######## paddle_input_debounce ########
==> paddle_input_debounce/wires.png <==
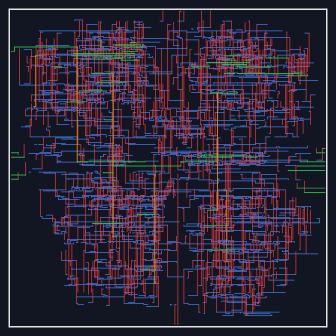

--- src/rtl/pong_pkg.sv ---
// pong_pkg: shared channel indices, default debounce length and v_sync delay reset value
package pong_pkg;
  localparam int CH_UP_P0 = 0;
  localparam int CH_DOWN_P0 = 1;
  localparam int CH_UP_P1 = 2;
  localparam int CH_DOWN_P1 = 3;
  localparam int DEBOUNCE_CYCLES_DEFAULT = 500000;
  localparam logic V_SYNC_D_RST = 1'b1;
endpackage

--- src/rtl/debounce_channel.sv ---
// debounce_channel: one-bit synchroniser + counter debouncer; clk/rst, i_raw async in, o_level debounced level, o_press 0->1 strobe
module debounce_channel #(
  parameter int DEBOUNCE_CYCLES = 500000,
  parameter int SYNC_STAGES = 2
) (
  input  logic clk,
  input  logic rst,
  input  logic i_raw,
  output logic o_level,
  output logic o_press
);
  localparam int CW = $clog2(DEBOUNCE_CYCLES);
  logic [SYNC_STAGES-1:0] r_sync;
  logic [CW-1:0] r_cnt;
  logic r_stable;
  logic r_press;
  logic w_sync;
  logic w_diff;
  logic w_fire;
  assign w_sync = r_sync[SYNC_STAGES-1];
  assign w_diff = w_sync ^ r_stable;
  assign w_fire = w_diff && (r_cnt == CW'(DEBOUNCE_CYCLES - 1));
  always_ff @(posedge clk) begin
    if (rst) begin
      r_sync <= '0;
      r_cnt <= '0;
      r_stable <= 1'b0;
      r_press <= 1'b0;
    end else begin
      r_sync <= {r_sync[SYNC_STAGES-2:0], i_raw};
      r_cnt <= (w_diff && !w_fire) ? r_cnt + CW'(1) : '0;
      r_stable <= w_fire ? w_sync : r_stable;
      r_press <= w_fire & w_sync;
    end
  end
  assign o_level = r_stable;
  assign o_press = r_press;
endmodule

--- src/rtl/paddle_input_debounce.sv ---
// paddle_input_debounce: debounces raw_btn[3:0], resolves up/down conflicts and latches move_* on v_sync rising edge; outputs level_out, press_pulse, move_up/down_p0/p1
module paddle_input_debounce
  import pong_pkg::*;
#(
  parameter int DEBOUNCE_CYCLES = DEBOUNCE_CYCLES_DEFAULT,
  parameter int SYNC_STAGES = 2
) (
  input  logic       clk,
  input  logic       rst,
  input  logic [3:0] raw_btn,
  input  logic       v_sync,
  output logic [3:0] level_out,
  output logic [3:0] press_pulse,
  output logic       move_up_p0,
  output logic       move_down_p0,
  output logic       move_up_p1,
  output logic       move_down_p1
);
  logic [3:0] w_partner;
  logic [3:0] w_req;
  logic [3:0] r_move;
  logic r_v_sync_d;
  logic w_frame;
  for (genvar i = 0; i < 4; i++) begin : gen_ch
    debounce_channel #(
      .DEBOUNCE_CYCLES(DEBOUNCE_CYCLES),
      .SYNC_STAGES(SYNC_STAGES)
    ) u_ch (
      .clk(clk),
      .rst(rst),
      .i_raw(raw_btn[i]),
      .o_level(level_out[i]),
      .o_press(press_pulse[i])
    );
  end
  // each channel's opposite direction on the same paddle; pressing both cancels
  assign w_partner = {level_out[CH_UP_P1], level_out[CH_DOWN_P1], level_out[CH_UP_P0], level_out[CH_DOWN_P0]};
  assign w_req = level_out & ~w_partner;
  assign w_frame = v_sync & ~r_v_sync_d;
  always_ff @(posedge clk) begin
    if (rst) begin
      r_v_sync_d <= V_SYNC_D_RST;
      r_move <= '0;
    end else begin
      r_v_sync_d <= v_sync;
      r_move <= w_frame ? w_req : r_move;
    end
  end
  assign move_up_p0 = r_move[CH_UP_P0];
  assign move_down_p0 = r_move[CH_DOWN_P0];
  assign move_up_p1 = r_move[CH_UP_P1];
  assign move_down_p1 = r_move[CH_DOWN_P1];
endmodule
--- config.mk ---
export PLATFORM = sky130hd
export DESIGN_NAME = paddle_input_debounce
export DESIGN_NICKNAME = d
export VERILOG_FILES = /design/src/rtl/pong_pkg.sv /design/src/rtl/debounce_channel.sv /design/src/rtl/paddle_input_debounce.sv
export SDC_FILE = /design/constraint.sdc
export NUM_CORES = 1
export LEC_CHECK = 0
export ABC_AREA = 1
export CORE_MARGIN = 2
export CORE_UTILIZATION = 55
export CTS_BUF_LIST = sky130_fd_sc_hd__clkbuf_16
export DETAILED_ROUTE_END_ITERATION = 10
export PLACE_DENSITY = 0.81
export SLEW_MARGIN = 5
export SYNTH_ARGS = -nofsm -noshare
export SYNTH_HDL_FRONTEND = slang
export SYNTH_SLANG_ARGS = --single-unit
--- constraint.sdc ---
create_clock -name clk -period 1.5 [get_ports clk]
set_input_delay 0.3 -clock clk [delete_from_list [all_inputs] [get_ports clk]]
set_output_delay 0.3 -clock clk [all_outputs]
set_load 0.01 [all_outputs]
######## tx_frame_sequencer ########
File: src/rtl/tx_frame_sequencer.sv
// Frames payload words for the optical link: preamble, payload MSB-first, transmitter parity,
// then an idle gap. The word is held on tx_word so the parity transmitter can compute over it.
module tx_frame_sequencer #(
  parameter int                DATA_W         = 28,
  parameter int                PRE_W          = 8,
  parameter logic [PRE_W-1:0]  PREAMBLE       = 8'hA5,
  parameter int                CYCLES_PER_BIT = 4,
  parameter int                GAP_BITS       = 2
) (
  input  logic              clk,
  input  logic              rst,
  input  logic [DATA_W-1:0] s_data,
  input  logic              s_valid,
  output logic              s_ready,
  output logic [DATA_W-1:0] tx_word,
  input  logic              tx_parity,
  output logic              ser_out,
  output logic              bit_strobe,
  output logic              busy,
  output logic              frame_done
);

  localparam int CW       = $clog2(CYCLES_PER_BIT + 1);
  localparam int MAX_BITS = (DATA_W > PRE_W) ? ((DATA_W > GAP_BITS) ? DATA_W : GAP_BITS)
                                             : ((PRE_W > GAP_BITS) ? PRE_W : GAP_BITS);
  localparam int BW       = $clog2(MAX_BITS + 1);

  typedef enum logic [2:0] {S_IDLE, S_PRE, S_DATA, S_PAR, S_GAP} state_t;

  state_t            state;
  logic [CW-1:0]     cyc_cnt;
  logic [BW-1:0]     bit_idx;
  logic [PRE_W-1:0]  pre_sh;
  logic [DATA_W-1:0] data_sh;
  logic              last_cyc;

  assign last_cyc = (cyc_cnt == CW'(CYCLES_PER_BIT - 1));

  // NOTE: every register here uses <= so all next-state values come from the same
  // pre-edge snapshot; mixing in = would make results depend on statement order.
  always_ff @(posedge clk or negedge rst) begin
    if (!rst) begin
      state      <= S_IDLE;
      s_ready    <= 1'b1;
      tx_word    <= '0;
      ser_out    <= 1'b0;
      bit_strobe <= 1'b0;
      busy       <= 1'b0;
      frame_done <= 1'b0;
      cyc_cnt    <= '0;
      bit_idx    <= '0;
      pre_sh     <= '0;
      data_sh    <= '0;
    end else begin
      // NOTE: pulse outputs default low each cycle and are raised only on their event edge.
      bit_strobe <= 1'b0;
      frame_done <= 1'b0;
      if (state != S_IDLE) cyc_cnt <= last_cyc ? '0 : cyc_cnt + CW'(1);

      case (state)
        S_IDLE: begin
          if (s_valid && s_ready) begin
            tx_word    <= s_data;
            data_sh    <= s_data << 1;
            pre_sh     <= PREAMBLE << 1;
            ser_out    <= PREAMBLE[PRE_W-1];
            bit_strobe <= 1'b1;
            s_ready    <= 1'b0;
            busy       <= 1'b1;
            cyc_cnt    <= '0;
            bit_idx    <= '0;
            state      <= S_PRE;
          end
        end
        S_PRE: begin
          if (last_cyc) begin
            bit_strobe <= 1'b1;
            if (bit_idx == BW'(PRE_W - 1)) begin
              bit_idx <= '0;
              ser_out <= tx_word[DATA_W-1];
              state   <= S_DATA;
            end else begin
              bit_idx <= bit_idx + BW'(1);
              ser_out <= pre_sh[PRE_W-1];
              pre_sh  <= pre_sh << 1;
            end
          end
        end
        S_DATA: begin
          if (last_cyc) begin
            bit_strobe <= 1'b1;
            if (bit_idx == BW'(DATA_W - 1)) begin
              bit_idx <= '0;
              ser_out <= tx_parity;
              state   <= S_PAR;
              // With one cycle per bit the parity bit's only cycle is also its last.
              if (CYCLES_PER_BIT == 1) frame_done <= 1'b1;
            end else begin
              bit_idx <= bit_idx + BW'(1);
              ser_out <= data_sh[DATA_W-1];
              data_sh <= data_sh << 1;
            end
          end
        end
        S_PAR: begin
          if (!last_cyc && int'(cyc_cnt) == CYCLES_PER_BIT - 2) frame_done <= 1'b1;
          if (last_cyc) begin
            ser_out <= 1'b0;
            bit_idx <= '0;
            if (GAP_BITS == 0) begin
              s_ready <= 1'b1;
              busy    <= 1'b0;
              state   <= S_IDLE;
            end else begin
              state   <= S_GAP;
            end
          end
        end
        S_GAP: begin
          if (last_cyc) begin
            if (int'(bit_idx) == GAP_BITS - 1) begin
              s_ready <= 1'b1;
              busy    <= 1'b0;
              bit_idx <= '0;
              state   <= S_IDLE;
            end else begin
              bit_idx <= bit_idx + BW'(1);
            end
          end
        end
        default: state <= S_IDLE;
      endcase
    end
  end

endmodule

File: config.mk
export PLATFORM = sky130hd
export DESIGN_NAME = tx_frame_sequencer
export DESIGN_NICKNAME = d
export VERILOG_FILES = /design/src/rtl/tx_frame_sequencer.sv
export SDC_FILE = /design/constraint.sdc
export NUM_CORES = 1
export LEC_CHECK = 0
export CAP_MARGIN = 20
export CORE_AREA = 2 2 92 77
export CTS_CLUSTER_SIZE = 28
export DETAILED_ROUTE_END_ITERATION = 8
export DIE_AREA = 0 0 94 79
export PLACE_DENSITY = 0.81
export SLEW_MARGIN = 20
export SYNTH_ARGS = -nofsm -noshare
export SYNTH_HDL_FRONTEND = slang
export SYNTH_SLANG_ARGS = --single-unit
File: constraint.sdc
create_clock -name clk -period 3.5 [get_ports clk]
set_input_delay 0.7 -clock clk [delete_from_list [all_inputs] [get_ports clk]]
set_output_delay 0.7 -clock clk [all_outputs]
set_load 0.03 [all_outputs]
==> tx_frame_sequencer/clk_routes.png <==
Scale bar: 20 um.
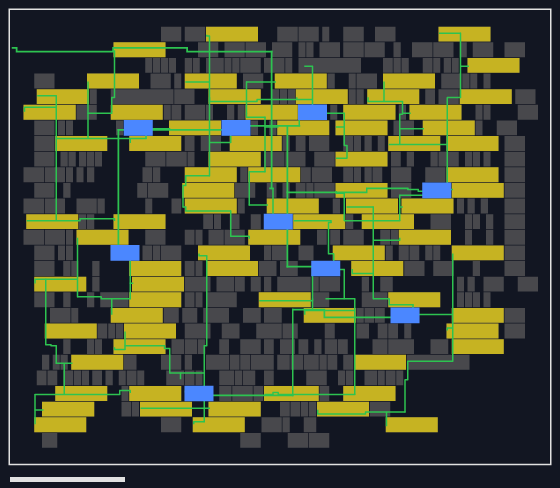
flip-flops: drawn in yellow, count 78. clock drivers: drawn in blue, count 9. clock wires: drawn in green, length 931 um.
There are 10 routed clock nets.

==> flow_metrics.py, tx_frame_sequencer <==
# Synthesis and PnR figures
metrics = {
    "cells_and_area": {
        "antenna_cells": 0,
        "buffers": 68,
        "finalInstanceArea_sq_um": 4420,
        "drive_gt1_share_pct": 7.46,
    },
    "timing": {
        "fmax_ghz": 0.433,
        "whs_ps": 478,
    },
    "floorplanning": {
        "die_y_um": 79,
    },
    "synthesis": {
        "ys_types": 42,
        "synth_top_area_share_pct": 55.5,
        "yosys_most_used_dff": "dfrtp_1",
        "top_area_cell": "dfrtp_1",
        "top_cell": "nand2_1",
        "syn-cell-area_sq_um": 3470,
    },
    "clocking": {
        "cts_setup_buffers": 0,
        "tritoncts": "yes",
        "path_clk_slew_ps": 80,
        "clockBufferDepth": 2,
    },
    "routing": {
        "ant_nets": 0,
        "routed_wl_um": 7270,
        "wl_met3_um": 389,
    },
    "global_routing": {
        "grt_pass1_vias": 2661,
        "grtUsageMet3_pct": 6.26,
        "grt_max_degree": 79,
    },
    "power_and_ir_drop": {
        "ir_drop_v": 0.000278,
        "leakage_uw": 0.00204,
    },
    "run_status": {
        "outcome": "finished, final reports clean",
    },
}
==> tx_frame_sequencer: registers in the layout, summed over array words and instances, names as in the netlist <==
signal / count
tx_word: 28
data_sh: 27
pre_sh: 7
bit_idx: 5
cyc_cnt: 3
state: 3
bit_strobe: 1
busy: 1
frame_done: 1
s_ready: 1
ser_out: 1
==> tx_frame_sequencer: report_power, final <==
group / leakage, uW / internal, uW / switching [uW]
combinational: 0.000843 / 35.3 / 31.5
clock: 0.000127 / 499 / 341
sequential: 0.00107 / 900 / 0
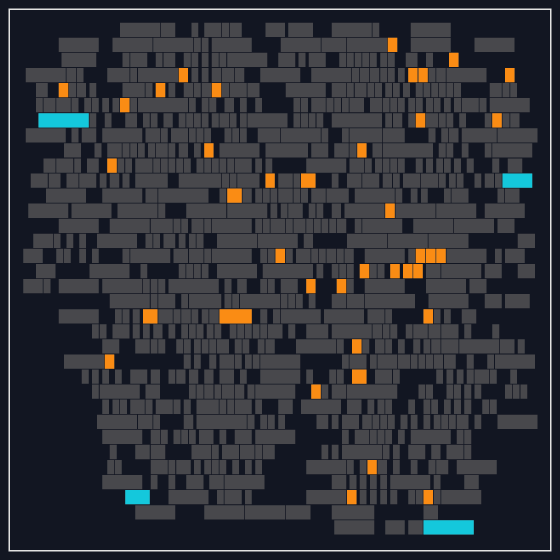
(paddle_input_debounce/logic_types.png)
adder and majority cells: drawn in cyan, cells 4, where all over the die. inverting AOI/OAI gates: drawn in orange, cells 39.

Notes on paddle_input_debounce/wires.png above:
metal 2: drawn in red, wire length 4930 um. metal 3: drawn in green, wire length 411 um. metal 4: drawn in orange, wire length 192 um. metal 1: drawn in blue, wire length 4610 um.

==> flow_metrics.py, paddle_input_debounce <==
# Synthesis and PnR figures
metrics = {
    "clocking": {
        "ctsHtreeMaxLevel": 3,
    },
    "timing": {
        "slew_violations": 0,
        "clock_skew_ps": 7.78,
        "fin_crit_sh_pct": 92.5,
    },
    "place": {
        "gp_congestion": 0.894,
        "port_buffers": 18,
    },
    "synthesis": {
        "mux_share_pct": 0,
        "top_cell": "nand2_1",
        "ys_seq_elements": 97,
        "top_logic_kind": "simple AND/OR/NAND/NOR gates",
    },
    "routing": {
        "first_iter_violations": 179,
        "vias_per_cell": 4.97,
    },
    "global_routing": {
        "grt_pass1_wl_um": 17300,
        "met2_usage_pct": 36.8,
    },
    "run_status": {
        "outcome": "finished, final reports clean",
    },
    "setup_path": {
        "worstPathCellList": "ha_2, nand3_4, nor2_4, nand2_1, or2_0, a21oi_1",
        "crit_path_top_delay_cell": "dfxtp_1",
        "path_buffers": 0,
        "crit_arrival_ps": 1660,
        "end_kind": "flop",
        "critPathRequiredTime_ps": 1770,
    },
    "floorplanning": {
        "die_x_um": 97.4,
        "die_y_um": 97.4,
        "row_count": 34,
    },
    "power_and_ir_drop": {
        "powerClk_uw": 2200,
    },
}
==> paddle_input_debounce: registers in the layout, summed over array words and instances (netlist names) <==
register	count
gen_ch.u_ch.o_level	4
gen_ch.u_ch.o_press	4
gen_ch.u_ch.r_cnt	76
gen_ch.u_ch.r_sync	8
r_move	4
r_v_sync_d	1
==> paddle_input_debounce: final cells by class <==
class	instances	area [sq um]	area share, %
Multi-Input combinational cell	504	2510	43.9
Sequential cell	97	1950	34.0
Timing Repair Buffer	58	493	8.63
Inverter	91	342	5.98
Clock buffer	9	225	3.94
Tap cell	108	135	2.36
Clock inverter	7	63.8	1.12


## Gallery

Clock routing.
picture 1
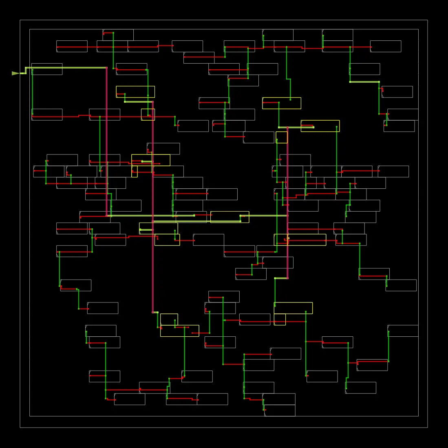
picture 2
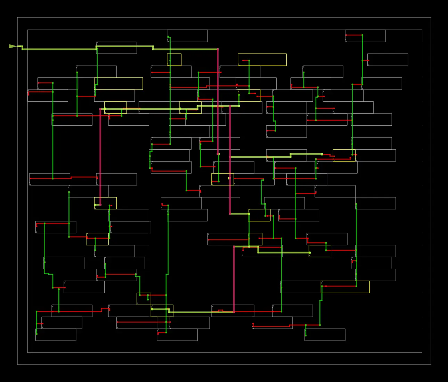
| from | picture |
|---|---|
| tx_frame_sequencer | picture 2 |
| paddle_input_debounce | picture 1 |
Of these, most sequential cells: picture 1

Power figures rest on the tool's default switching activity, not on a simulated workload.
